=== block 1 ===
## src/rtl/ram_rmw_ctrl.sv

```systemverilog
// ram_rmw_ctrl: serialising initiator for a dual-port RAM with 1-cycle registered read.
// Full-word writes go straight through; partial-byte writes become read-modify-write.
module ram_rmw_ctrl #(
    parameter int DATA_W    = 32,
    parameter int NUM_WORDS = 256,
    parameter int ADDR_W    = $clog2(NUM_WORDS),
    parameter int BE_W      = DATA_W / 8
) (
    input  logic              clk,
    input  logic              rst,
    input  logic              req_valid,
    output logic              req_ready,
    input  logic              req_we,
    input  logic [ADDR_W-1:0] req_addr,
    input  logic [DATA_W-1:0] req_wdata,
    input  logic [BE_W-1:0]   req_be,
    output logic              rsp_valid,
    output logic [DATA_W-1:0] rsp_rdata,
    output logic [ADDR_W-1:0] mem_rdaddr,
    output logic              mem_rden,
    output logic [ADDR_W-1:0] mem_wraddr,
    output logic [DATA_W-1:0] mem_wdata,
    output logic              mem_wren,
    input  logic [DATA_W-1:0] mem_rdata
);
    typedef enum logic [1:0] {IDLE, RD_WAIT, RMW_MERGE} state_t;
    state_t            state, state_n;
    logic [ADDR_W-1:0] lat_addr;
    logic [DATA_W-1:0] lat_wdata, merged;
    logic [BE_W-1:0]   lat_be;
    logic              lat_en;
    for (genvar b = 0; b < BE_W; b++) begin : g_merge
        assign merged[8*b +: 8] = lat_be[b] ? lat_wdata[8*b +: 8] : mem_rdata[8*b +: 8];
    end
    // Both plain reads and partial writes start with a RAM read; only the latter latch the request.
    always_comb begin
        state_n    = state;
        req_ready  = 1'b0;
        mem_rden   = 1'b0;
        mem_rdaddr = '0;
        mem_wren   = 1'b0;
        mem_wraddr = '0;
        mem_wdata  = '0;
        lat_en     = 1'b0;
        case (state)
            IDLE: begin
                req_ready = !rst;
                if (req_valid && !rst) begin
                    if (!req_we || ((~&req_be) && (|req_be))) begin
                        mem_rden   = 1'b1;
                        mem_rdaddr = req_addr;
                        lat_en     = req_we;
                        state_n    = req_we ? RMW_MERGE : RD_WAIT;
                    end else if (&req_be) begin
                        mem_wren   = 1'b1;
                        mem_wraddr = req_addr;
                        mem_wdata  = req_wdata;
                    end
                end
            end
            RD_WAIT: state_n = IDLE;
            RMW_MERGE: begin
                if (!rst) begin
                    mem_wren   = 1'b1;
                    mem_wraddr = lat_addr;
                    mem_wdata  = merged;
                end
                state_n = IDLE;
            end
            default: state_n = IDLE;
        endcase
    end
    always_ff @(posedge clk or posedge rst) begin
        if (rst) begin
            state     <= IDLE;
            rsp_valid <= 1'b0;
            rsp_rdata <= '0;
            lat_addr  <= '0;
            lat_wdata <= '0;
            lat_be    <= '0;
        end else begin
            state     <= state_n;
            rsp_valid <= state == RD_WAIT;
            if (state == RD_WAIT) rsp_rdata <= mem_rdata;
            if (lat_en) begin
                lat_addr  <= req_addr;
                lat_wdata <= req_wdata;
                lat_be    <= req_be;
            end
        end
    end
endmodule

```

## config.mk

```make
export PLATFORM = sky130hd
export DESIGN_NAME = ram_rmw_ctrl
export DESIGN_NICKNAME = d
export VERILOG_FILES = /design/src/rtl/ram_rmw_ctrl.sv
export SDC_FILE = /design/constraint.sdc
export NUM_CORES = 1
export LEC_CHECK = 0
export CORE_MARGIN = 2
export CORE_UTILIZATION = 47
export DETAILED_ROUTE_END_ITERATION = 12
export PLACE_DENSITY_LB_ADDON = 0.3
export SYNTH_ARGS = -nofsm -noshare
export SYNTH_HDL_FRONTEND = slang
export SYNTH_SLANG_ARGS = --single-unit
```

## constraint.sdc

```tcl
create_clock -name clk -period 4.6 [get_ports clk]
set_input_delay 0.69 -clock clk [delete_from_list [all_inputs] [get_ports clk]]
set_output_delay 0.69 -clock clk [all_outputs]
set_load 0.01 [all_outputs]
```

Block 1, I/O pins on the die edge:
Pins as bars across the die edge, other pins in grey.
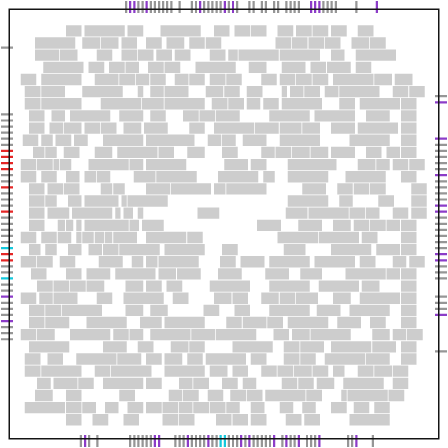
req_addr -> red  # pins 8, direction input, edge west
req_be -> cyan  # pins 4, direction input, edge 2 west, 2 south
rsp_rdata -> purple  # pins 32, direction output, edge 12 south, 10 north, 8 east, 2 west

==> run summary <==
yosys + openroad results -> outcome=finished clean, pwr dens=369 mW/mm^2, distinct cell type count of the synthesized netlist=26, pin count of the biggest net entering global routing=63, inverter count=4, hold violation total from the final report=0, area share of and/or/nand/nor cells after synthesis=4.39%, Max Clock Freq=263 MHz, clock root cell=sky130_fd_sc_hd__clkbuf_8, worst r2r dst=lat_wdata[14], combinational fraction of design power=29.3%, number of buffers added for setup after CTS=0, well tap count=105, Post-synth mux share=33.4%, number of H-tree branching levels=3, clock tree from TritonCTS=yes, Core Box Area=0.00818 mm^2, area share of the largest cell type after synthesis=49.9%, number of top-level design ports=164, relative contribution of sequential cells to total power=45.3%, fill count=577, slowest stage delay, CP=0.67 ns, Vert. Die Dim=95.8 um, RSZ-0062 raised after global routing=no, kind of cell adding the most delay to the critical path=buffers and inverters, max_slew headroom=29.1%, crit path max fanout=21, sequential cell area share=33.6%, number of max-cap violations=0
==> stage by stage <==
stage	utilization [%]	worst slack, ns
2_1_floorplan	-	1.89
3_3_place_gp	69.4	0.912
3_5_place_dp	69.4	0.825
4_1_cts	72.0	0.823
5_1_grt	72.0	0.679
6_report	72.0	0.794
==> per-layer routing <==
layer	up-vias	track usage, %	share of wire [%]
li1	1360	-	-
met1	1437	28.9	42
met2	86	39.5	52
met3	6	4.23	5.1
met4	0	7.26	0.75
met5	-	0	0
==> synthesized netlist by cell type (all sizes together) <==
master and number:
dfrtp 79, mux2 76, mux2i 32, o2bb2ai 32
buf 12, clkbuf 9, a22o 8, nor3b 8
inv 4, nor2 3, nand2b 2, nor4 2
a21oi 1, and2 1, nand2 1, nand4 1
nand4bb 1, nor3 1, or3b 1, or4 1
or4b 1
==> state kept, by name, indices dropped and copies added (netlist names) <==
signal     cells
lat_be         4
rsp_rdata     32
state          2
lat_wdata     32
lat_addr       8
rsp_valid      1
==> power by group through the flow <==
stage	registers, mW	clock network, mW	logic, mW
CTS	0.985	0.562	0.645
finish	0.984	0.552	0.636
global route	1.01	0.597	0.681
global placement	0.987	0	0.627
detailed placement	0.997	0	0.642
floorplan	0.973	0	0.347

=== block 2 ===
--- src/rtl/fir_pkg.sv ---
// Shared constants for the FIR datapath and its decimating output buffer.
package fir_pkg;

    // Sample width produced by the FIR and carried through the buffer.
    localparam int unsigned FIR_DATA_W = 32;

    // Default output buffer depth (power of two, at least 2).
    localparam int unsigned FIR_DEPTH = 8;

    // Width needed to count 0..depth inclusive.
    function automatic int unsigned level_width(input int unsigned depth);
        return $clog2(depth + 1);
    endfunction

    localparam int unsigned FIR_LEVEL_W = level_width(FIR_DEPTH);

    typedef logic [FIR_DATA_W-1:0] fir_sample_t;

endpackage

--- src/rtl/fir_sync_fifo.sv ---
// Single-clock first-word-fall-through FIFO. Storage is not reset; the head
// output is forced to zero whenever the FIFO is empty.
module fir_sync_fifo
    import fir_pkg::*;
#(
    parameter int unsigned DATA_W = FIR_DATA_W,
    parameter int unsigned DEPTH  = FIR_DEPTH,
    localparam int unsigned LVL_W = level_width(DEPTH),
    localparam int unsigned AW    = $clog2(DEPTH)
) (
    input  logic              clk,
    input  logic              rst,
    input  logic              clr,
    input  logic              push,
    input  logic [DATA_W-1:0] push_dat,
    input  logic              pop,
    output logic [DATA_W-1:0] pop_dat,
    output logic [LVL_W-1:0]  level,
    output logic              full,
    output logic              empty
);

    logic [DATA_W-1:0] mem [DEPTH];
    logic [AW-1:0]     wr_ptr_q, rd_ptr_q;
    logic [LVL_W-1:0]  level_q;
    logic              push_en, pop_en;

    // A pop needs data present; a push to a full FIFO needs a same-cycle pop.
    always_comb begin
        pop_en  = pop & ~empty;
        push_en = push & (~full | pop_en);
    end

    // Pointer and occupancy state; pointers wrap naturally at DEPTH.
    always_ff @(posedge clk or negedge rst) begin
        if (!rst) begin
            wr_ptr_q <= '0;
            rd_ptr_q <= '0;
            level_q  <= '0;
        end else if (clr) begin
            wr_ptr_q <= '0;
            rd_ptr_q <= '0;
            level_q  <= '0;
        end else begin
            if (push_en) wr_ptr_q <= wr_ptr_q + 1'b1;
            if (pop_en)  rd_ptr_q <= rd_ptr_q + 1'b1;
            unique case ({push_en, pop_en})
                2'b10:   level_q <= level_q + 1'b1;
                2'b01:   level_q <= level_q - 1'b1;
                default: level_q <= level_q;
            endcase
        end
    end

    // Storage write; contents deliberately left unreset.
    always_ff @(posedge clk) begin
        if (push_en && !clr) mem[wr_ptr_q] <= push_dat;
    end

    // Status flags and fall-through head.
    always_comb begin
        level   = level_q;
        full    = (level_q == LVL_W'(DEPTH));
        empty   = (level_q == '0);
        pop_dat = empty ? '0 : mem[rd_ptr_q];
    end

endmodule

--- src/rtl/fir_decim_buf.sv ---
// Decimates the FIR output stream by DECIM and buffers kept samples in a FWFT
// FIFO. Kept samples that find the FIFO full (with no pop) are dropped and
// latch the sticky ovf flag.
module fir_decim_buf
    import fir_pkg::*;
#(
    parameter int unsigned DATA_W = FIR_DATA_W,
    parameter int unsigned DECIM  = 4,
    parameter int unsigned DEPTH  = FIR_DEPTH,
    localparam int unsigned LVL_W = level_width(DEPTH)
) (
    input  logic              clk,
    input  logic              rst,
    input  logic [DATA_W-1:0] x_rsc_dat,
    input  logic              x_vld,
    input  logic              clr,
    output logic [DATA_W-1:0] y_rsc_dat,
    output logic              y_vld,
    input  logic              y_rdy,
    output logic [LVL_W-1:0]  level,
    output logic              ovf
);

    localparam int unsigned PH_W = (DECIM > 1) ? $clog2(DECIM) : 1;
    localparam logic [PH_W-1:0] PH_LAST = PH_W'(DECIM - 1);

    logic [PH_W-1:0] phase_q, phase_d;
    logic            ovf_q;
    logic            keep, drop;
    logic            fifo_full, fifo_empty;

    // Keep on phase 0; drop only when full and the consumer is not draining.
    always_comb begin
        keep    = x_vld && (phase_q == '0);
        drop    = keep && fifo_full && !(y_rdy && !fifo_empty);
        phase_d = phase_q;
        if (x_vld) phase_d = (phase_q == PH_LAST) ? '0 : phase_q + 1'b1;
    end

    // Phase counter and sticky overflow.
    always_ff @(posedge clk or negedge rst) begin
        if (!rst) begin
            phase_q <= '0;
            ovf_q   <= 1'b0;
        end else if (clr) begin
            phase_q <= '0;
            ovf_q   <= 1'b0;
        end else begin
            phase_q <= phase_d;
            if (drop) ovf_q <= 1'b1;
        end
    end

    fir_sync_fifo #(
        .DATA_W (DATA_W),
        .DEPTH  (DEPTH)
    ) u_fifo (
        .clk      (clk),
        .rst      (rst),
        .clr      (clr),
        .push     (keep),
        .push_dat (x_rsc_dat),
        .pop      (y_rdy),
        .pop_dat  (y_rsc_dat),
        .level    (level),
        .full     (fifo_full),
        .empty    (fifo_empty)
    );

    // Output valid mirrors non-empty FIFO.
    always_comb begin
        y_vld = !fifo_empty;
        ovf   = ovf_q;
    end

endmodule

--- config.mk ---
export PLATFORM = sky130hd
export DESIGN_NAME = fir_decim_buf
export DESIGN_NICKNAME = d
export VERILOG_FILES = /design/src/rtl/fir_pkg.sv /design/src/rtl/fir_sync_fifo.sv /design/src/rtl/fir_decim_buf.sv
export SDC_FILE = /design/constraint.sdc
export NUM_CORES = 1
export LEC_CHECK = 0
export CAP_MARGIN = 15
export CORE_ASPECT_RATIO = 0.6
export CORE_MARGIN = 5
export CORE_UTILIZATION = 55
export DETAILED_ROUTE_END_ITERATION = 16
export GPL_ROUTABILITY_DRIVEN = 0
export PLACE_DENSITY = 0.78
export SYNTH_ARGS = -nofsm -noshare
export SYNTH_HDL_FRONTEND = slang
export SYNTH_SLANG_ARGS = --single-unit
--- constraint.sdc ---
create_clock -name clk -period 4.5 [get_ports clk]
set_input_delay 0.45 -clock clk [delete_from_list [all_inputs] [get_ports clk]]
set_output_delay 0.45 -clock clk [all_outputs]
set_load 0.02 [all_outputs]
Block 2, placed standard cells:
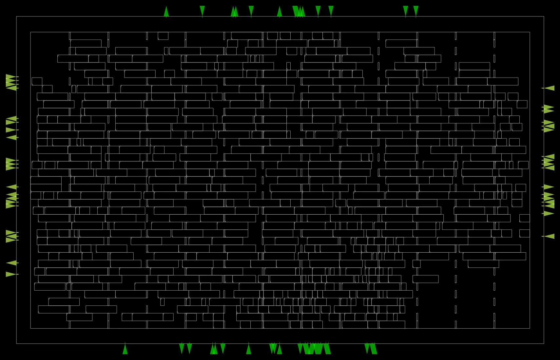
post-layout utilization of the core: 65.6%
fill count: 1231
well tap count: 246
sequential cell area share: 64.5%
num rows: 39

Block 2, routed clock nets over the placement:
Bar = 50 um.
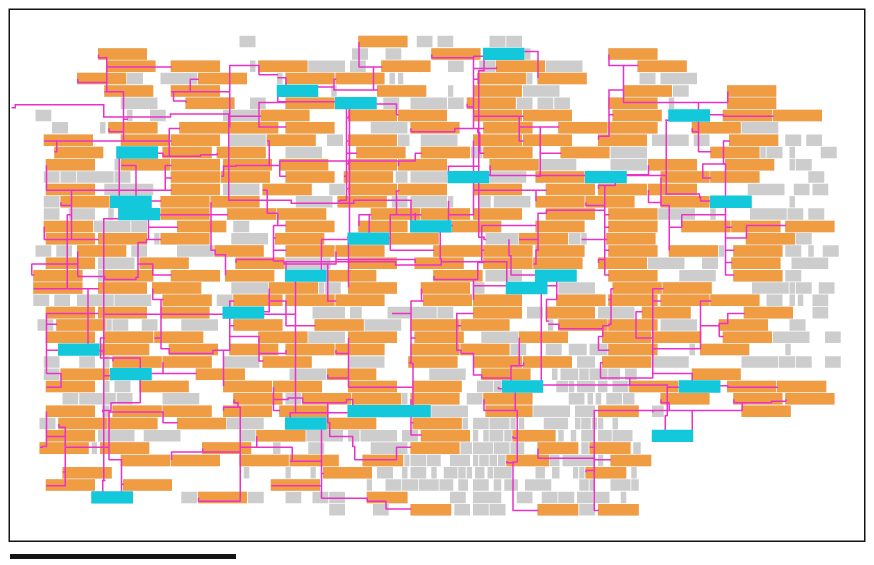
clock wires -> magenta  # length 2790 um
clock-net drivers -> cyan  # count 25
flip-flops -> orange  # count 269
routed clock nets = 26

worst min-delay path by stage:
stage,start,slack (ns),depth (start not counted),endpoint
global route,rst,0.37,1,u_fifo.level[0]
floorplan,rst,0.15,0,ovf
global placement,ovf,0.48,1,ovf
finish,rst,0.31,1,u_fifo.level[0]
CTS,rst,0.31,1,u_fifo.level[0]
detailed placement,ovf,0.49,1,ovf
area by class of cell:
class	instances	share of cell area (%)
clock buffers	27	5.10
clock inverters	18	1.30
inverters	6	0.201
multi-input cells	199	19.6
flip-flops and latches	269	64.5
well taps	246	2.48
repair buffers	86	6.79
power breakdown:
group	leakage, nW	switching [mW]	internal [mW]
clock network	0.384	0.889	1.14
registers	2.48	0.0966	2.81
logic	1.02	0.971	0.886
cells by family (layout without fill, tap and decap cells):
family | count (synthesis) | after routing | synth area share, %
AND-OR/OR-AND | 9 | 9 | 0.702
XOR/XNOR | 7 | 7 | 0.583
adder cells (fa/ha/maj) | 6 | 6 | 0.713
buffers and inverters | 28 | 137 | 1.24
flip-flops | 269 | 269 | 76.1
multiplexers | 101 | 101 | 17.3
AND/OR/NAND/NOR | 76 | 76 | 3.35
==> run summary <==
yosys + openroad results -> outcome=finished clean, YS chip area=0.0105 mm^2, warnings from Yosys=0, clock tree from TritonCTS=yes, antenna violations before repair=1, total number of vias=4969, Final Hold Slack=0.306 ns, area leader, netlist=sky130_fd_sc_hd__edfxtp_1, post-cts hold buffer count=0, area of combinational cells with multiple inputs=0.00243 mm^2, category of the worst setup path launch point=register, remaining design rule violation count=0, slew at the pin closest to its max-slew limit=1.15 ns, crit path max fanout=21, count of warning messages emitted by the tools=27, Insertion Delay late pin=0.52 ns, critical setup path kind=reg -> out, commonest register cell after synthesis=sky130_fd_sc_hd__edfxtp_1, commonest cells in the synthesized netlist=256 x sky130_fd_sc_hd__edfxtp_1, 64 x sky130_fd_sc_hd__mux4_2, 51 x sky130_fd_sc_hd__nor2_1, routed metal-1 wirelength=8910 um, critical path capture point=y_rsc_dat[7], leak pwr=3.89 nW, total cell area at the placement stage=0.0116 mm^2, Vert. Die Dim=117 um, RSZ-0062 raised after global routing=no, total instance count after detailed placement=806, number of setup violations in the final report=0, global-route wire length before repair=30700 um

=== block 3 ===
File: src/rtl/ups_pkg.sv
// Shared types and constants for the UPS ADC path and the power-fail monitor.
package ups_pkg;

  localparam int UPS_AD_W = 12;

  typedef enum logic [1:0] {
    MON_OK        = 2'd0,
    MON_LOW_PEND  = 2'd1,
    MON_FAIL      = 2'd2,
    MON_HIGH_PEND = 2'd3
  } mon_state_t;

  // Power is reported failed while in the fail state or while a recovery is pending.
  function automatic logic state_is_fail(input mon_state_t s);
    return (s == MON_FAIL) || (s == MON_HIGH_PEND);
  endfunction

endpackage

File: src/rtl/ups_ad_avg.sv
// Box-car decimator: sums 2^AVG_LOG2 ADC samples and emits their truncated mean.
module ups_ad_avg
  import ups_pkg::*;
#(
  parameter int AVG_LOG2 = 3
) (
  input  logic                clk,
  input  logic                rst_n,
  input  logic [UPS_AD_W-1:0] ad_data,
  input  logic                ad_dv,
  output logic [UPS_AD_W-1:0] avg_data,
  output logic                avg_dv
);

  // Wide enough for 2^AVG_LOG2 full-scale samples, so the sum never wraps.
  localparam int ACC_W = UPS_AD_W + AVG_LOG2;

  logic [ACC_W-1:0]    acc;
  logic [ACC_W-1:0]    sum;
  logic [AVG_LOG2-1:0] cnt;

  assign sum = acc + ACC_W'(ad_data);

  always_ff @(posedge clk) begin
    if (!rst_n) begin
      acc      <= '0;
      cnt      <= '0;
      avg_data <= '0;
      avg_dv   <= 1'b0;
    end else begin
      avg_dv <= 1'b0;
      if (ad_dv) begin
        if (cnt == '1) begin
          avg_data <= sum[ACC_W-1:AVG_LOG2];
          avg_dv   <= 1'b1;
          acc      <= '0;
          cnt      <= '0;
        end else begin
          acc <= sum;
          cnt <= cnt + AVG_LOG2'(1);
        end
      end
    end
  end

endmodule

File: src/rtl/ups_ad_monitor.sv
// UPS input monitor: averages ADC samples, then applies hysteresis and debounce
// to decide the power-fail flag. Starts in the failed state.
module ups_ad_monitor
  import ups_pkg::*;
#(
  parameter int AVG_LOG2 = 3,
  parameter int DEBOUNCE = 4
) (
  input  logic                clk,
  input  logic                rst_n,
  input  logic [UPS_AD_W-1:0] ad_data,
  input  logic                ad_dv,
  input  logic [UPS_AD_W-1:0] th_low,
  input  logic [UPS_AD_W-1:0] th_high,
  output logic [UPS_AD_W-1:0] avg_data,
  output logic                avg_dv,
  output logic                pwr_fail,
  output logic                pwr_fail_evt,
  output mon_state_t          mon_state
);

  localparam logic [3:0] DEB_MAX = 4'(DEBOUNCE);

  mon_state_t state, state_next;
  logic [3:0] deb, deb_next;
  logic       is_low, is_good;

  ups_ad_avg #(.AVG_LOG2(AVG_LOG2)) u_avg (
    .clk      (clk),
    .rst_n    (rst_n),
    .ad_data  (ad_data),
    .ad_dv    (ad_dv),
    .avg_data (avg_data),
    .avg_dv   (avg_dv)
  );

  // Strict comparisons: hitting a threshold exactly never qualifies.
  assign is_low  = avg_data < th_low;
  assign is_good = avg_data > th_high;

  // The event pulse lines up with the first cycle of the new pwr_fail value.
  always_ff @(posedge clk) begin
    if (!rst_n) begin
      state        <= MON_FAIL;
      deb          <= '0;
      pwr_fail_evt <= 1'b0;
    end else begin
      state        <= state_next;
      deb          <= deb_next;
      pwr_fail_evt <= state_is_fail(state_next) != state_is_fail(state);
    end
  end

  always_comb begin
    state_next = state;
    deb_next   = deb;
    if (avg_dv) begin
      case (state)
        MON_OK: begin
          if (is_low) begin
            if (DEB_MAX == 4'd1) begin
              state_next = MON_FAIL;
              deb_next   = '0;
            end else begin
              state_next = MON_LOW_PEND;
              deb_next   = 4'd1;
            end
          end
        end
        MON_LOW_PEND: begin
          if (!is_low) begin
            state_next = MON_OK;
            deb_next   = '0;
          end else if (deb + 4'd1 == DEB_MAX) begin
            state_next = MON_FAIL;
            deb_next   = '0;
          end else begin
            deb_next = deb + 4'd1;
          end
        end
        MON_FAIL: begin
          if (is_good) begin
            if (DEB_MAX == 4'd1) begin
              state_next = MON_OK;
              deb_next   = '0;
            end else begin
              state_next = MON_HIGH_PEND;
              deb_next   = 4'd1;
            end
          end
        end
        MON_HIGH_PEND: begin
          if (!is_good) begin
            state_next = MON_FAIL;
            deb_next   = '0;
          end else if (deb + 4'd1 == DEB_MAX) begin
            state_next = MON_OK;
            deb_next   = '0;
          end else begin
            deb_next = deb + 4'd1;
          end
        end
        default: begin
          state_next = MON_FAIL;
          deb_next   = '0;
        end
      endcase
    end
  end

  always_comb begin
    pwr_fail  = state_is_fail(state);
    mon_state = state;
  end

endmodule

File: config.mk
export PLATFORM = sky130hd
export DESIGN_NAME = ups_ad_monitor
export DESIGN_NICKNAME = d
export VERILOG_FILES = /design/src/rtl/ups_pkg.sv /design/src/rtl/ups_ad_avg.sv /design/src/rtl/ups_ad_monitor.sv
export SDC_FILE = /design/constraint.sdc
export NUM_CORES = 1
export LEC_CHECK = 0
export ABC_CLOCK_PERIOD_IN_PS = 5100
export CORE_ASPECT_RATIO = 1.1
export CORE_MARGIN = 3
export CORE_UTILIZATION = 55
export DETAILED_ROUTE_END_ITERATION = 10
export HOLD_SLACK_MARGIN = 0.15
export PLACE_DENSITY = 0.83
export SYNTH_ARGS = -nofsm -noshare
export SYNTH_HDL_FRONTEND = slang
export SYNTH_SLANG_ARGS = --single-unit
File: constraint.sdc
create_clock -name clk -period 5.1 [get_ports clk]
set_input_delay 1.275 -clock clk [delete_from_list [all_inputs] [get_ports clk]]
set_output_delay 1.275 -clock clk [all_outputs]
set_load 0.02 [all_outputs]
Block 3, I/O pins on the die edge:
Pins as bars across the die edge, other pins in grey.
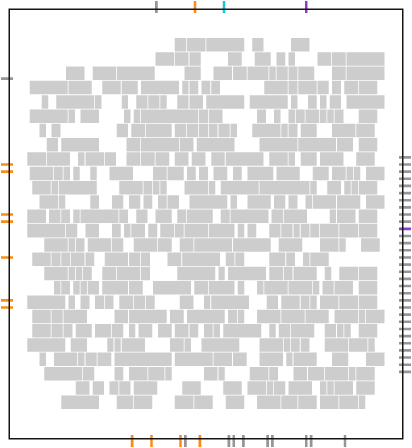
mon_state -> purple  # pins 2, direction output, edge 1 north, 1 east
rst_n -> cyan  # pins 1, direction input, edge north
ad_data -> orange  # pins 12, direction input, edge 7 west, 4 south, 1 north

Block 3, cells coloured by class:
Fill, decap, tap and diode cells in grey.
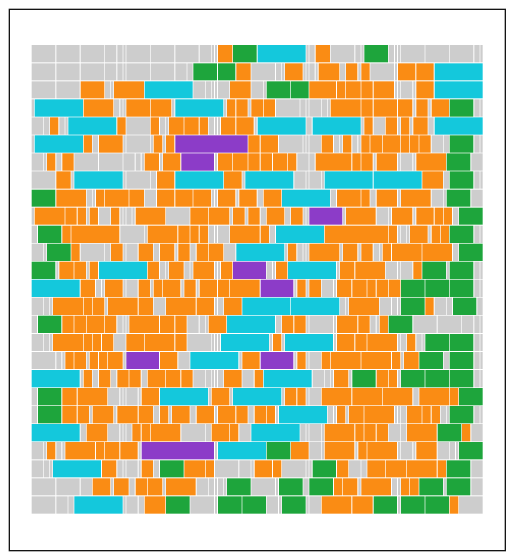
remaining logic cells -> orange  # cells 297, share of their area 58%
clock drivers and dummy loads -> purple  # cells 8, share of their area 4.1%
remaining buffers and delay cells -> green  # cells 57, share of their area 16%
registers -> cyan  # cells 38, share of their area 22%

==> run summary <==
yosys + openroad results -> count of warning messages emitted by the tools=26, leading post-synthesis cells by cell area=sky130_fd_sc_hd__dfxtp_1 27%, sky130_fd_sc_hd__ha_1 17%, sky130_fd_sc_hd__inv_1 5.3%, sky130_fd_sc_hd__a21oi_1 3.7%, sky130_fd_sc_hd__o211ai_1 3.4%, antenna violations before repair=0, outcome=finished clean, Psw=230 uW, Avg WL per Cell=14.9 um, Reg2Reg Launch Point=u_avg.acc[0], remaining design rule violation count=0, count of instantiated cells in the yosys netlist=349, Worst Hold Path EP=u_avg.acc[9], Insertion Delay late pin=0.29 ns, num rows=26, Post-Synth Adder-Cell Area=17.4%, arrival time of data at the critical path endpoint=3.53 ns, worst r2r dst=u_avg.acc[14], commonest register cell after synthesis=sky130_fd_sc_hd__dfxtp_1, post-cts hold buffer count=0, worst hold path cell count=2, die x size=74.5 um
area by class of cell:
type	count	area share, %
Sequential cell	38	21.4
Inverter	40	4.22
Clock inverter	2	1.69
Tap cell	56	1.97
Clock buffer	6	2.32
Timing Repair Buffer	57	15.9
Multi-Input combinational cell	257	52.5
how the worst max path moves through the flow:
stage,from,endpoint,depth (start not counted)
after detailed placement,ad_data[0],u_avg.acc[14],10
after global routing,ad_data[0],u_avg.avg_data[9],10
after CTS,ad_data[0],u_avg.acc[14],10
final,ad_data[0],u_avg.acc[14],10
after global placement,ad_data[0],u_avg.avg_data[11],10
after floorplan,ad_data[0],u_avg.acc[12],9
cell families after synthesis:
kind of cell,count (synthesis)
xor gates and xnor gates,3
adders and majority gates,39
and+or+nand+nor,114
muxes,5
AOI/OAI and AO/OA,96
DFF,38
buffers and inverters,54
stage by stage:
stage | utilization (%) | std cells
5_1_grt | 73.9 | 456
4_1_cts | 73.9 | 456
2_1_floorplan | - | 349
3_3_place_gp | 71.0 | 448
3_5_place_dp | 71.0 | 448
6_report | 73.9 | 456
per-layer routing:
metal	part of all wire [%]	up-vias
met5	0	-
met4	1.8	0
met3	6.2	14
met2	49	74
met1	43	1237
li1	-	1362

=== block 4 ===
### config.mk
export PLATFORM = sky130hd
export DESIGN_NAME = ms_access_arbiter
export DESIGN_NICKNAME = d
export VERILOG_FILES = /design/src/rtl/ms_access_arbiter.sv
export SDC_FILE = /design/constraint.sdc
export NUM_CORES = 1
export LEC_CHECK = 0
export ABC_CLOCK_PERIOD_IN_PS = 1700
export CAP_MARGIN = 30
export CELL_PAD_IN_SITES_DETAIL_PLACEMENT = 0
export CELL_PAD_IN_SITES_GLOBAL_PLACEMENT = 1
export CORE_MARGIN = 4
export CORE_UTILIZATION = 31
export CTS_CLUSTER_DIAMETER = 200
export CTS_CLUSTER_SIZE = 8
export DETAILED_ROUTE_END_ITERATION = 12
export PLACE_DENSITY = 0.86
export SLEW_MARGIN = 20
export SYNTH_ARGS = -nofsm -noshare
export SYNTH_HDL_FRONTEND = slang
export SYNTH_SLANG_ARGS = --single-unit
### constraint.sdc
create_clock -name clk -period 1.7 [get_ports clk]
set_input_delay 0.34 -clock clk [delete_from_list [all_inputs] [get_ports clk]]
set_output_delay 0.34 -clock clk [all_outputs]
set_load 0.02 [all_outputs]
### src/rtl/ms_access_arbiter.sv
// Arbitrates the single memory store between the CU bus and the debug/loader port,
// sequencing each access as IDLE -> ACCESS (MEM_LAT cycles) -> RECOVER.
module ms_access_arbiter #(
    parameter int AW      = 5,
    parameter int DW      = 8,
    parameter int MEM_LAT = 1,
    parameter int FAIR    = 1
) (
    input  logic          clk,
    input  logic          rst,
    input  logic          cpu_read,
    input  logic          cpu_write,
    input  logic [AW-1:0] cpu_addr,
    input  logic [DW-1:0] cpu_wdata,
    output logic [DW-1:0] cpu_rdata,
    output logic          cpu_stall,
    input  logic          dbg_req,
    input  logic          dbg_we,
    input  logic [AW-1:0] dbg_addr,
    input  logic [DW-1:0] dbg_wdata,
    output logic          dbg_ack,
    output logic [DW-1:0] dbg_rdata,
    output logic          mem_en,
    output logic          mem_we,
    output logic [AW-1:0] mem_addr,
    output logic [DW-1:0] mem_wdata,
    input  logic [DW-1:0] mem_rdata,
    output logic          owner_dbg
);
    localparam int CW = (MEM_LAT < 2) ? 1 : $clog2(MEM_LAT + 1);

    typedef enum logic [1:0] {S_IDLE, S_ACCESS, S_RECOVER} state_t;

    state_t        state, state_nxt;
    logic          cpu_req, grant_any, grant_dbg, last_cyc;
    logic          last_dbg;
    logic [CW-1:0] cnt;

    assign cpu_req   = cpu_read | cpu_write;
    assign grant_any = cpu_req | dbg_req;
    // Debug wins only when alone, or on a tie under round-robin when CPU had the last grant.
    assign grant_dbg = dbg_req & (~cpu_req | ((FAIR != 0) & ~last_dbg));
    assign last_cyc  = (state == S_ACCESS) && (cnt == CW'(1));
    assign cpu_stall = cpu_req & ~((state == S_RECOVER) & ~owner_dbg);

    always_ff @(posedge clk or negedge rst) begin
        if (!rst) state <= S_IDLE;
        else      state <= state_nxt;
    end

    always_comb begin
        state_nxt = state;
        case (state)
            S_IDLE:    if (grant_any) state_nxt = S_ACCESS;
            S_ACCESS:  if (last_cyc)  state_nxt = S_RECOVER;
            S_RECOVER: state_nxt = S_IDLE;
            default:   state_nxt = S_IDLE;
        endcase
    end

    always_ff @(posedge clk or negedge rst) begin
        if (!rst) begin
            mem_en    <= 1'b0;
            mem_we    <= 1'b0;
            mem_addr  <= '0;
            mem_wdata <= '0;
            cpu_rdata <= '0;
            dbg_rdata <= '0;
            dbg_ack   <= 1'b0;
            owner_dbg <= 1'b0;
            last_dbg  <= 1'b1;
            cnt       <= '0;
        end else begin
            dbg_ack <= 1'b0;
            case (state)
                S_IDLE: begin
                    if (grant_any) begin
                        mem_en    <= 1'b1;
                        owner_dbg <= grant_dbg;
                        last_dbg  <= grant_dbg;
                        cnt       <= CW'(MEM_LAT);
                        if (grant_dbg) begin
                            mem_we    <= dbg_we;
                            mem_addr  <= dbg_addr;
                            mem_wdata <= dbg_wdata;
                        end else begin
                            // Simultaneous read and write strobes resolve to a write.
                            mem_we    <= cpu_write;
                            mem_addr  <= cpu_addr;
                            mem_wdata <= cpu_wdata;
                        end
                    end
                end
                S_ACCESS: begin
                    cnt <= cnt - CW'(1);
                    if (last_cyc) begin
                        mem_en  <= 1'b0;
                        mem_we  <= 1'b0;
                        dbg_ack <= owner_dbg;
                        if (!mem_we) begin
                            if (owner_dbg) dbg_rdata <= mem_rdata;
                            else           cpu_rdata <= mem_rdata;
                        end
                    end
                end
                S_RECOVER: owner_dbg <= 1'b0;
                default: ;
            endcase
        end
    end
endmodule

Block 4, routed clock nets over the placement:
Bar = 20 um.
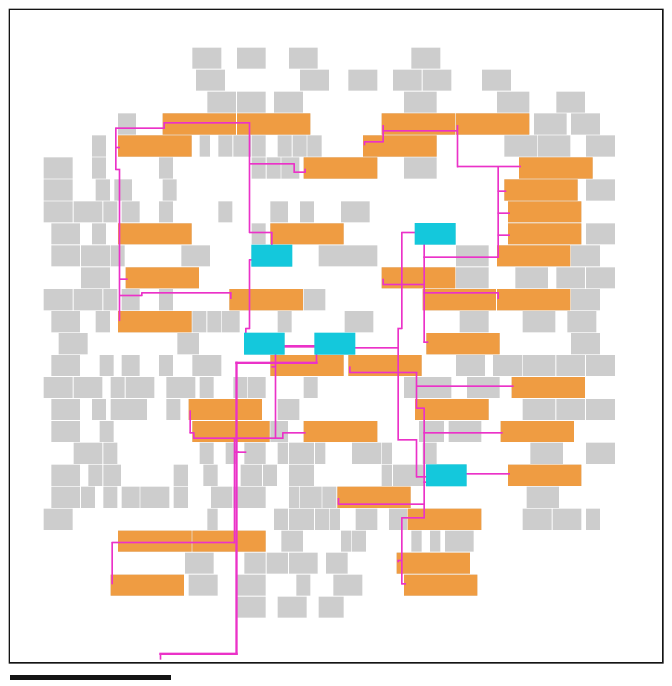
clock wires -> magenta  # length 442 um
clock-net drivers -> cyan  # count 5
flip-flops -> orange  # count 37
routed clock nets = 6

Block 4, placed standard cells:
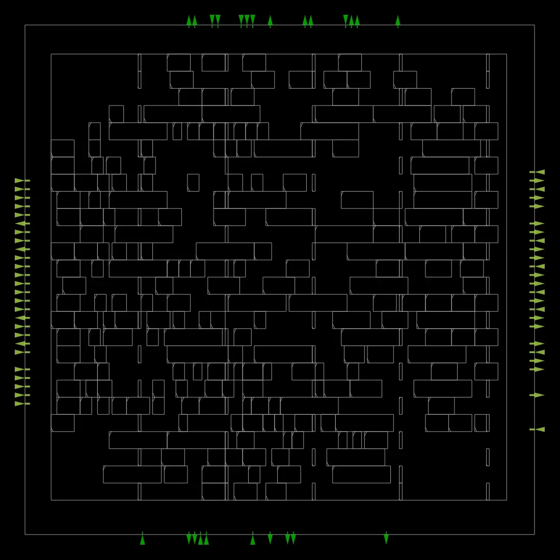
Flops: 37
num rows: 26
well tap count: 70
fill count: 491
post-layout utilization of the core: 50.2%

==> run summary <==
yosys + openroad results -> sequential cell area share=36.2%, leading post-synthesis cells by cell area=sky130_fd_sc_hd__dfrtp_1 55%, sky130_fd_sc_hd__mux2_2 11%, sky130_fd_sc_hd__o21ai_0 4.9%, sky130_fd_sc_hd__a21oi_1 4.6%, sky130_fd_sc_hd__a31oi_1 4.6%, arrival time of data at the critical path endpoint=1.78 ns, Post-synth EDFFs=0, GR peak layer=met2, max_slew headroom=69.3%, largest registers in the final layout=cpu_rdata x8, dbg_rdata x8, mem_wdata x8, most frequent standard cell in the layout excluding fill and tap cells=sky130_fd_sc_hd__clkdlybuf4s50_1, synthesized instance count=145, outcome=finished clean, signed area change from the synthesized netlist to the final layout=56.1%, hold violation total from the final report=0, post-route setup slack=0.0812 ns, area of the chip=0.00652 mm^2, area of combinational cells with multiple inputs=641 um^2, Remaining Overflow, GRT=0, kind of cell adding the most delay to the critical path=simple AND/OR/NAND/NOR gates, distinct cell type count of the synthesized netlist=28, Synthesized registers=37, post-cts hold buffer count=0, number of buffers added for setup after CTS=0, combinational fraction of design power=53.7%, leading cell types in the layout, fill and taps excluded=69 x sky130_fd_sc_hd__clkdlybuf4s50_1, 36 x sky130_fd_sc_hd__dfrtp_1, 16 x sky130_fd_sc_hd__mux2_2, type of destination of the critical path=register, RSZ-0062 raised after global routing=no, Num CTS Buffers=5, Finished Layout Cells=297, cell-internal power=2.85 mW
-- metrics by stage --
stage	setup TNS, ns	total power, mW	utilization [%]
2_1_floorplan	0	2.95	-
3_3_place_gp	-1.84	4.08	48.6
3_5_place_dp	-2.34	4.16	48.6
4_1_cts	0	4.74	50.3
5_1_grt	0	5.00	50.2
6_report	0	4.66	50.2
-- kinds of logic (layout without fill, tap and decap cells) --
group / after synthesis / count (layout) / synth area share (%)
compound gates: 48 / 48 / 16.7
buf+inv: 13 / 95 / 4.50
flops: 37 / 37 / 56.5
mux: 17 / 17 / 11.6
simple gates: 30 / 30 / 10.7
-- final timing paths --
| check | depth (start not counted) | slack (ns) | from | end |
|---|---|---|---|---|
| worst max-delay path | 5 | 0.08 | state[0] | dbg_rdata[5] |
| worst min-delay path | 1 | 0.003 | rst | dbg_rdata[2] |
| worst max register to register | 5 | 0.08 | state[0] | dbg_rdata[5] |
| worst min register to register | 2 | 0.48 | mem_en | mem_en |
| max in group asynchronous | 2 | 1.15 | rst | last_dbg |
| min in group clk | 2 | 0.48 | mem_en | mem_en |

=== block 5 ===
Block 5, I/O pins on the die edge:
Pins as bars across the die edge, other pins in grey.
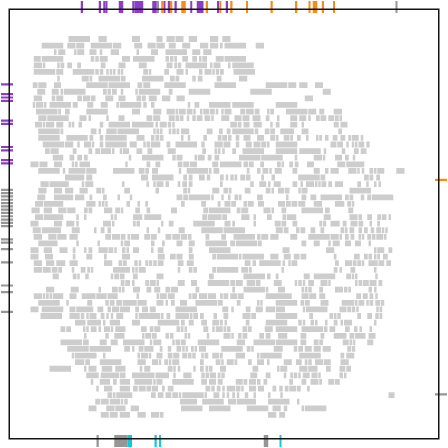
Block 5, cells coloured by class:
Fill, decap, tap and diode cells in grey.
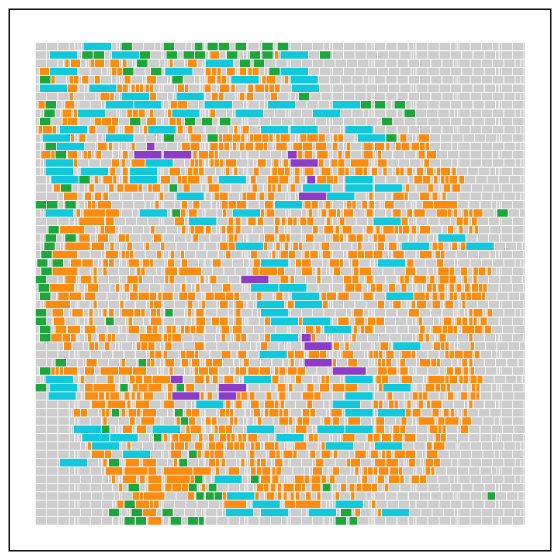
[config.mk]
export PLATFORM = sky130hd
export DESIGN_NAME = cavlc_bitstream_window_flat
export DESIGN_NICKNAME = d
export VERILOG_FILES = /design/src/rtl/cavlc_bitstream_window_if.sv /design/src/rtl/cavlc_bitstream_window.sv /design/src/flat_wrapper.sv
export SDC_FILE = /design/constraint.sdc
export NUM_CORES = 1
export LEC_CHECK = 0
export CAP_MARGIN = 20
export CORE_MARGIN = 8
export CORE_UTILIZATION = 39
export DETAILED_ROUTE_END_ITERATION = 16
export SLEW_MARGIN = 15
export SYNTH_ARGS = -nofsm -noshare
export SYNTH_HDL_FRONTEND = slang
export SYNTH_SLANG_ARGS = --single-unit
[constraint.sdc]
create_clock -name clk -period 9.1 [get_ports clk]
set_input_delay 1.82 -clock clk [delete_from_list [all_inputs] [get_ports clk]]
set_output_delay 1.82 -clock clk [all_outputs]
set_load 0.02 [all_outputs]
[src/rtl/cavlc_bitstream_window_if.sv]
// Bitstream window bus: word refill handshake from the fetch stage, consume
// feedback from the length decoder, and the window/status outputs.
interface cavlc_bitstream_window_if #(
    parameter int POS_W = 32
);
    logic [15:0]      word_in;
    logic             word_valid;
    logic             word_ready;
    logic             consume_en;
    logic [4:0]       cavlc_consumed_bits_len;
    logic             flush;
    logic [15:0]      BitStream_buffer_output;
    logic             window_valid;
    logic [6:0]       fill_level;
    logic [POS_W-1:0] bit_pos;
    logic             len_err;

    modport master (
        output word_in, word_valid, consume_en, cavlc_consumed_bits_len, flush,
        input  word_ready, BitStream_buffer_output, window_valid, fill_level,
               bit_pos, len_err
    );

    modport slave (
        input  word_in, word_valid, consume_en, cavlc_consumed_bits_len, flush,
        output word_ready, BitStream_buffer_output, window_valid, fill_level,
               bit_pos, len_err
    );
endinterface

[src/rtl/cavlc_bitstream_window.sv]
// MSB-aligned bit-window buffer feeding the CAVLC length decoder: refills in
// 16-bit words, advances by the consumed length each cycle.
module cavlc_bitstream_window #(
    parameter int BUF_W = 64,
    parameter int POS_W = 32
) (
    input  logic clk,
    input  logic reset_n,
    cavlc_bitstream_window_if.slave bs
);
    logic [BUF_W-1:0] buf_q;
    logic [6:0]       fill_q;
    logic [POS_W-1:0] pos_q;
    logic             err_q;

    logic [6:0]       len7;
    logic             win_valid;
    logic             ready;
    logic             legal;
    logic             illegal;
    logic             acc;
    logic [6:0]       shamt;
    logic [6:0]       remaining;
    logic [BUF_W-1:0] shifted;
    logic [BUF_W-1:0] inserted;
    logic [BUF_W-1:0] buf_next;
    logic [6:0]       fill_next;

    assign len7      = {2'b00, bs.cavlc_consumed_bits_len};
    assign win_valid = (fill_q >= 7'd16);
    assign ready     = (fill_q <= 7'(BUF_W - 16));

    // len <= 16 together with len <= fill covers both the full-window case
    // (fill >= 16) and the end-of-stream tail drain.
    assign legal   = bs.consume_en && (len7 <= 7'd16) && (len7 <= fill_q);
    assign illegal = bs.consume_en && !legal;
    assign acc     = bs.word_valid && ready;

    assign shamt     = legal ? len7 : 7'd0;
    assign remaining = fill_q - shamt;
    assign shifted   = buf_q << shamt;

    // Bits below the valid region are always zero, so the new word can be
    // OR-ed in directly behind the surviving bits.
    assign inserted  = {bs.word_in, {(BUF_W-16){1'b0}}} >> remaining;
    assign buf_next  = acc ? (shifted | inserted) : shifted;
    assign fill_next = remaining + (acc ? 7'd16 : 7'd0);

    always_ff @(posedge clk or negedge reset_n) begin
        if (!reset_n) begin
            buf_q  <= '0;
            fill_q <= '0;
            pos_q  <= '0;
            err_q  <= 1'b0;
        end else if (bs.flush) begin
            buf_q  <= '0;
            fill_q <= '0;
            pos_q  <= '0;
            err_q  <= 1'b0;
        end else begin
            buf_q  <= buf_next;
            fill_q <= fill_next;
            pos_q  <= pos_q + POS_W'(shamt);
            if (illegal)
                err_q <= 1'b1;
        end
    end

    assign bs.BitStream_buffer_output = buf_q[BUF_W-1 -: 16];
    assign bs.window_valid            = win_valid;
    assign bs.word_ready              = ready;
    assign bs.fill_level              = fill_q;
    assign bs.bit_pos                 = pos_q;
    assign bs.len_err                 = err_q;
endmodule

[src/flat_wrapper.sv]
// flat-port wrapper written by rule: the top's interface ports become plain ports
module cavlc_bitstream_window_flat 
#(
    parameter int BUF_W = 64,
    parameter int POS_W = 32
)
  (clk, reset_n, bs_word_in, bs_word_valid, bs_consume_en, bs_cavlc_consumed_bits_len, bs_flush, bs_word_ready, bs_BitStream_buffer_output, bs_window_valid, bs_fill_level, bs_bit_pos, bs_len_err);
  cavlc_bitstream_window_if #(.POS_W(POS_W)) bs_i ();
  input  logic clk;
  input  logic reset_n;
  input wire logic [$bits(bs_i.word_in)-1:0] bs_word_in;
  input wire logic [$bits(bs_i.word_valid)-1:0] bs_word_valid;
  input wire logic [$bits(bs_i.consume_en)-1:0] bs_consume_en;
  input wire logic [$bits(bs_i.cavlc_consumed_bits_len)-1:0] bs_cavlc_consumed_bits_len;
  input wire logic [$bits(bs_i.flush)-1:0] bs_flush;
  output wire logic [$bits(bs_i.word_ready)-1:0] bs_word_ready;
  output wire logic [$bits(bs_i.BitStream_buffer_output)-1:0] bs_BitStream_buffer_output;
  output wire logic [$bits(bs_i.window_valid)-1:0] bs_window_valid;
  output wire logic [$bits(bs_i.fill_level)-1:0] bs_fill_level;
  output wire logic [$bits(bs_i.bit_pos)-1:0] bs_bit_pos;
  output wire logic [$bits(bs_i.len_err)-1:0] bs_len_err;
  assign bs_i.word_in = bs_word_in;
  assign bs_i.word_valid = bs_word_valid;
  assign bs_i.consume_en = bs_consume_en;
  assign bs_i.cavlc_consumed_bits_len = bs_cavlc_consumed_bits_len;
  assign bs_i.flush = bs_flush;
  assign bs_word_ready = bs_i.word_ready;
  assign bs_BitStream_buffer_output = bs_i.BitStream_buffer_output;
  assign bs_window_valid = bs_i.window_valid;
  assign bs_fill_level = bs_i.fill_level;
  assign bs_bit_pos = bs_i.bit_pos;
  assign bs_len_err = bs_i.len_err;
  cavlc_bitstream_window #(.BUF_W(BUF_W), .POS_W(POS_W)) u_core (.clk(clk), .reset_n(reset_n), .bs(bs_i));
endmodule
==> run summary <==
yosys + openroad results -> total number of vias=10500, total instance count after detailed placement=1595, outcome=finished clean, wire length reported by the detailed router=39700 um, NumNets Final=1323, RSZ-0062 raised after global routing=no, count of warning messages emitted by the tools=27, number of iterations in the first detailed-routing pass=10, number of max-cap violations=0, number of antenna diodes=0, clock tree from TritonCTS=yes, clock root cell=sky130_fd_sc_hd__clkbuf_16, Post-Synth Adder-Cell Area=2.64%, Slowest-stage cell, CP=sky130_fd_sc_hd__fa_1, critical path, cell by cell=clkdlybuf4s50_1 -> buf_4 -> ha_1 -> nand3b_1 -> o211ai_4 -> a31oi_4 -> nand2_1 -> buf_4 -> clkinv_1 -> ha_1 -> fa_1 -> mux2i_1 -> nand2_1 -> a31oi_1 -> a21oi_1 -> a221oi_1
## Picture notes: 'I/O pins on the die edge' of block 5
bs_bit_pos -> purple  # pins 32, direction output, edge 22 north, 10 west
bs_cavlc_consumed_bits_len -> cyan  # pins 5, direction input, edge south
bs_BitStream_buffer_output -> orange  # pins 16, direction output, edge 15 north, 1 east
all pins by edge = 39 north, 29 west, 14 south, 2 east

## Picture notes: 'cells coloured by class' of block 5
remaining logic cells -> orange  # cells 1057, share of their area 64%
clock drivers and dummy loads -> purple  # cells 16, share of their area 2.9%
registers -> cyan  # cells 104, share of their area 24%
remaining buffers and delay cells -> green  # cells 105, share of their area 9.2%

==> critical path: cells and delay by family <==
kind                     cells  cell delay (ns)
multiplexers                 1             0.66
adder cells (fa/ha/maj)      3             1.89
buffers and inverters        4             1.36
AND/OR/NAND/NOR              3             0.38
AND-OR/OR-AND                5             1.57
==> registers in the layout, summed over array words and instances (netlist names) <==
signal	count
u_core.bs.bit_pos	32
u_core.bs.fill_level	7
u_core.bs.len_err	1
u_core.buf_q	64
==> cell type report <==
type | count | share of cell area, %
Clock buffer | 9 | 2.03
Clock inverter | 7 | 0.811
Multi-Input combinational cell | 1017 | 59.8
Inverter | 40 | 1.35
Sequential cell | 104 | 23.4
Timing Repair Buffer | 105 | 8.86
Tap cell | 330 | 3.72
==> per-layer routing <==
layer | vias up | part of all wire [%] | GRT usage, %
met4 | 2 | 3.7 | 10.1
met1 | 5039 | 43 | 35.0
met2 | 621 | 42 | 35.7
li1 | 4754 | - | -
met3 | 102 | 11 | 6.37
met5 | - | 0.033 | 0

=== block 6 ===
Block 6, placed standard cells:
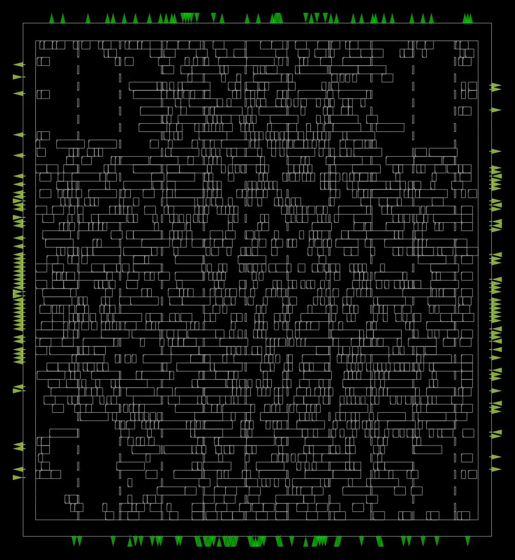
Block 6, routed clock nets over the placement:
Bar = 50 um.
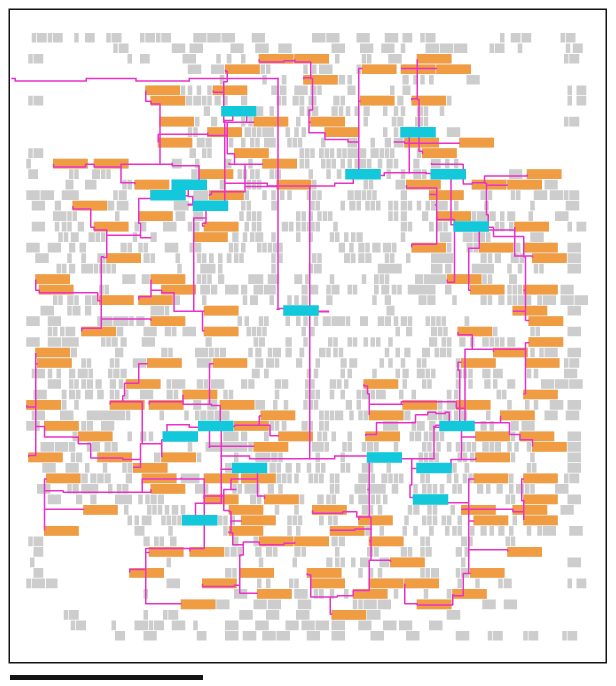
[src/rtl/dmem_ecc_scrubber.sv]
// Walks every dmem word after load, decodes 39-bit Hamming SECDED, reports faulty words.
// Optional SCRUB_WRITEBACK_EN: single-bit errors are written back corrected.
module dmem_ecc_scrubber #(
  parameter int DEPTH  = 32,
  parameter int ADDR_W = 5,
  parameter int CNT_W  = 8
) (
  input  logic              clk_i,
  input  logic              rst_i,
  input  logic              start_i,
  output logic              mem_req_o,
  input  logic              mem_gnt_i,
  output logic [ADDR_W-1:0] mem_addr_o,
  input  logic [38:0]       mem_rdata_i,
  output logic              mem_we_o,
  output logic [38:0]       mem_wdata_o,
  output logic              busy_o,
  output logic              done_o,
  output logic              err_valid_o,
  output logic [ADDR_W-1:0] err_addr_o,
  output logic [38:0]       err_raw_o,
  output logic [31:0]       err_data_o,
  output logic              err_double_o,
  output logic [CNT_W-1:0]  sec_count_o,
  output logic [CNT_W-1:0]  ded_count_o
);

  typedef enum logic [2:0] {S_IDLE, S_RD, S_CAP, S_CHK, S_WB, S_NEXT, S_FIN} state_e;

  // Positions 1..38 whose index has syndrome bit b set.
  localparam logic [38:0] M0 = 39'h2AAAAAAAAA;
  localparam logic [38:0] M1 = 39'h4CCCCCCCCC;
  localparam logic [38:0] M2 = 39'h70F0F0F0F0;
  localparam logic [38:0] M3 = 39'h00FF00FF00;
  localparam logic [38:0] M4 = 39'h00FFFF0000;
  localparam logic [38:0] M5 = 39'h7F00000000;

  function automatic logic [31:0] data_of(input logic [38:0] cw);
    data_of = {cw[38:33], cw[31:17], cw[15:9], cw[7:5], cw[3]};
  endfunction

  state_e             state_q, state_d;
  logic [ADDR_W-1:0]  addr_q, addr_d;
  logic [38:0]        raw_q, raw_d;
  logic               err_valid_q, err_valid_d;
  logic [ADDR_W-1:0]  err_addr_q, err_addr_d;
  logic [38:0]        err_raw_q, err_raw_d;
  logic [31:0]        err_data_q, err_data_d;
  logic               err_double_q, err_double_d;
  logic [CNT_W-1:0]   sec_q, sec_d, ded_q, ded_d;
`ifdef SCRUB_WRITEBACK_EN
  logic [38:0]        wdata_q, wdata_d;
`endif

  logic [5:0]  syn;
  logic        par, single, dbl;
  logic [38:0] fixed;

  always_comb begin
    syn    = {^(raw_q & M5), ^(raw_q & M4), ^(raw_q & M3),
              ^(raw_q & M2), ^(raw_q & M1), ^(raw_q & M0)};
    par    = ^raw_q;
    single = par && (syn <= 6'd38);
    dbl    = (par && (syn > 6'd38)) || (!par && (syn != 6'd0));
    fixed  = single ? (raw_q ^ ({38'd0, 1'b1} << syn)) : raw_q;
  end

  always_ff @(posedge clk_i or posedge rst_i) begin
    if (rst_i) begin
      state_q      <= S_IDLE;
      addr_q       <= '0;
      raw_q        <= '0;
      err_valid_q  <= 1'b0;
      err_addr_q   <= '0;
      err_raw_q    <= '0;
      err_data_q   <= '0;
      err_double_q <= 1'b0;
      sec_q        <= '0;
      ded_q        <= '0;
`ifdef SCRUB_WRITEBACK_EN
      wdata_q      <= '0;
`endif
    end else begin
      state_q      <= state_d;
      addr_q       <= addr_d;
      raw_q        <= raw_d;
      err_valid_q  <= err_valid_d;
      err_addr_q   <= err_addr_d;
      err_raw_q    <= err_raw_d;
      err_data_q   <= err_data_d;
      err_double_q <= err_double_d;
      sec_q        <= sec_d;
      ded_q        <= ded_d;
`ifdef SCRUB_WRITEBACK_EN
      wdata_q      <= wdata_d;
`endif
    end
  end

  always_comb begin
    state_d      = state_q;
    addr_d       = addr_q;
    raw_d        = raw_q;
    err_valid_d  = 1'b0;
    err_addr_d   = err_addr_q;
    err_raw_d    = err_raw_q;
    err_data_d   = err_data_q;
    err_double_d = err_double_q;
    sec_d        = sec_q;
    ded_d        = ded_q;
`ifdef SCRUB_WRITEBACK_EN
    wdata_d      = wdata_q;
`endif
    mem_req_o    = 1'b0;
    mem_we_o     = 1'b0;
    case (state_q)
      S_IDLE: if (start_i) begin
        addr_d  = '0;
        sec_d   = '0;
        ded_d   = '0;
        state_d = S_RD;
      end
      S_RD: begin
        mem_req_o = 1'b1;
        if (mem_gnt_i) state_d = S_CAP;
      end
      S_CAP: begin
        raw_d   = mem_rdata_i;
        state_d = S_CHK;
      end
      S_CHK: begin
        state_d = S_NEXT;
        if (single || dbl) begin
          err_valid_d  = 1'b1;
          err_addr_d   = addr_q;
          err_raw_d    = raw_q;
          err_data_d   = data_of(fixed);
          err_double_d = dbl;
        end
        if (single && (sec_q != '1)) sec_d = sec_q + 1'b1;
        if (dbl && (ded_q != '1))    ded_d = ded_q + 1'b1;
`ifdef SCRUB_WRITEBACK_EN
        wdata_d = fixed;
        if (single) state_d = S_WB;
`endif
      end
      S_WB: begin
`ifdef SCRUB_WRITEBACK_EN
        mem_req_o = 1'b1;
        mem_we_o  = 1'b1;
        if (mem_gnt_i) state_d = S_NEXT;
`else
        state_d = S_NEXT;
`endif
      end
      S_NEXT: begin
        if (addr_q == ADDR_W'(DEPTH - 1)) state_d = S_FIN;
        else begin
          addr_d  = addr_q + 1'b1;
          state_d = S_RD;
        end
      end
      S_FIN:   state_d = S_IDLE;
      default: state_d = S_IDLE;
    endcase
  end

`ifdef SCRUB_WRITEBACK_EN
  assign mem_wdata_o = wdata_q;
`else
  assign mem_wdata_o = '0;
`endif
  assign mem_addr_o   = addr_q;
  assign busy_o       = (state_q != S_IDLE) && (state_q != S_FIN);
  assign done_o       = (state_q == S_FIN);
  assign err_valid_o  = err_valid_q;
  assign err_addr_o   = err_addr_q;
  assign err_raw_o    = err_raw_q;
  assign err_data_o   = err_data_q;
  assign err_double_o = err_double_q;
  assign sec_count_o  = sec_q;
  assign ded_count_o  = ded_q;

endmodule

[config.mk]
export PLATFORM = sky130hd
export DESIGN_NAME = dmem_ecc_scrubber
export DESIGN_NICKNAME = d
export VERILOG_FILES = /design/src/rtl/dmem_ecc_scrubber.sv
export SDC_FILE = /design/constraint.sdc
export NUM_CORES = 1
export LEC_CHECK = 0
export ABC_AREA = 1
export ABC_CLOCK_PERIOD_IN_PS = 11090
export CORE_ASPECT_RATIO = 1.1
export CORE_MARGIN = 4
export CORE_UTILIZATION = 35
export DETAILED_ROUTE_END_ITERATION = 8
export GPL_TIMING_DRIVEN = 0
export PLACE_DENSITY = 0.59
export SYNTH_ARGS = -nofsm -noshare
export SYNTH_HDL_FRONTEND = slang
export SYNTH_SLANG_ARGS = --single-unit
[constraint.sdc]
create_clock -name clk_i -period 11.09 [get_ports clk_i]
set_input_delay 2.218 -clock clk_i [delete_from_list [all_inputs] [get_ports clk_i]]
set_output_delay 2.218 -clock clk_i [all_outputs]
set_load 0.02 [all_outputs]
==> run summary <==
yosys + openroad results -> outcome=finished clean, area share of and/or/nand/nor cells after synthesis=38.4%, area of combinational cells with multiple inputs=0.00402 mm^2, Slowest-stage cell, CP=sky130_fd_sc_hd__clkdlybuf4s50_1, area leader, netlist=sky130_fd_sc_hd__dfrtp_1, crit path max fanout=3, type of destination of the critical path=primary output, leading cell types in the layout, fill and taps excluded=482 x sky130_fd_sc_hd__nand2_1, 144 x sky130_fd_sc_hd__clkdlybuf4s50_1, 141 x sky130_fd_sc_hd__dfrtp_1, signed area change from the synthesized netlist to the final layout=30.9%, starting DRC count in detailed routing=438, ratio of cells with drive above 1 in the final layout=11.2%, area share of the largest cell type after synthesis=42.8%, well tap count=300, hold violation total from the final report=0, multi-input gates=901, Biggest Area Class=multi-input combinational cells, Seq. cell area=0.00353 mm^2, Num CTS Buffers=17, Insertion Delay late pin=0.43 ns, sequential fraction of the synthesis area=42.8%, bufs w/o clock=221, kind of cell adding the most delay to the critical path=buffers and inverters, die x size=154 um, data required time at the worst endpoint=8.87 ns, arrival time of data at the critical path endpoint=1.85 ns, Avg Inst Size Synth=7.09 um^2, clock root cell=sky130_fd_sc_hd__clkbuf_16
Notes on 'placed standard cells' of block 6 above:
fill count: 2360
Flops: 141

Notes on 'routed clock nets over the placement' of block 6 above:
flip-flops -> orange  # count 141
clock-net drivers -> cyan  # count 17
clock wires -> magenta  # length 2050 um
flops lie = all over the die

-- tightest hold or removal path, cell delays in order, from the launching register on --
cell and delay [ns]:
sky130_fd_sc_hd__dfrtp_1 0.34, sky130_fd_sc_hd__nand2_1 0.05, sky130_fd_sc_hd__nand2_1 0.04
-- metal layers --
layer  wire (um)  part of all wire [%]  global-route usage [%]
met5           0                     0                       0
met4         570                   2.2                    6.11
met3        1680                   6.5                    5.14
met2       12400                    48                    33.1
met1       11200                    43                    25.9
-- sequential cells by signal (all words and copies together), names as in the netlist --
name	flops
err_raw_o	39
raw_q	39
err_data_o	32
ded_count_o	8
sec_count_o	8
err_addr_o	5
mem_addr_o	5
state_q	3
err_double_o	1
err_valid_o	1
-- cell families after synthesis --
logic type,count (synthesis)
AOI/OAI and AO/OA,86
buffers and inverters,161
and+or+nand+nor,750
DFF,141
other,1
adders and majority gates,4
xor gates and xnor gates,21


## Gallery

Cells coloured by class.
Fill, decap, tap and diode cells in grey.
(a)
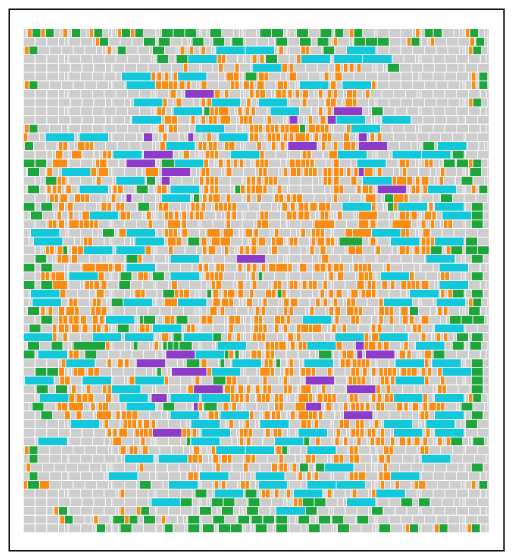
(b)
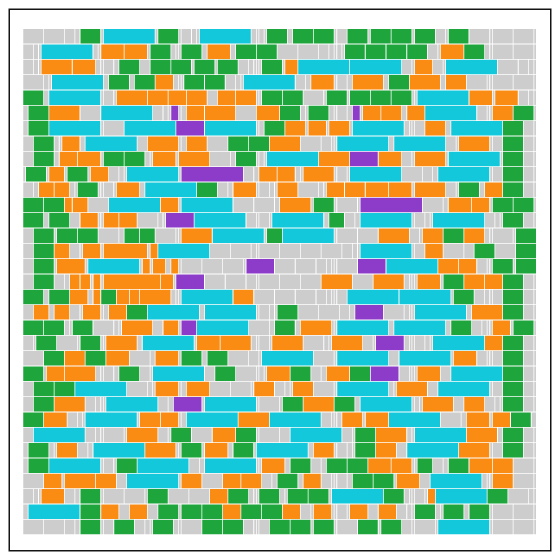
(c)
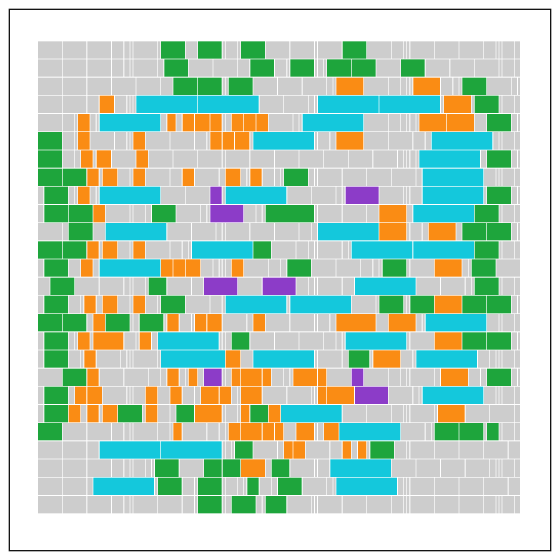
(d)
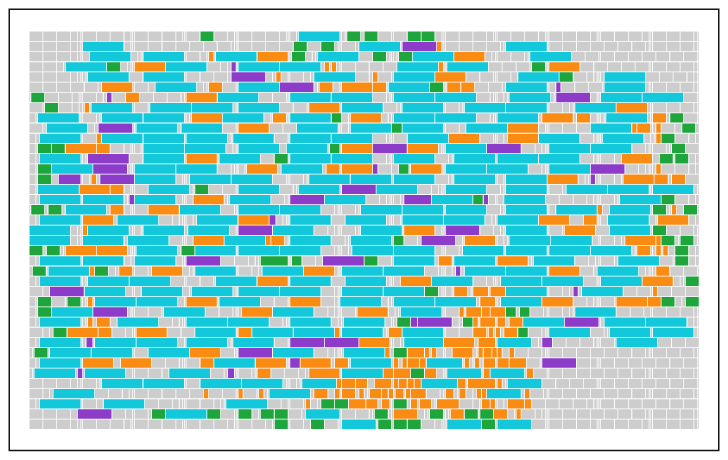
(d) comes from block 2.
(a) comes from block 6.
(b) comes from block 1.
(c) comes from block 4.

Power figures rest on the tool's default switching activity, not on a simulated workload.
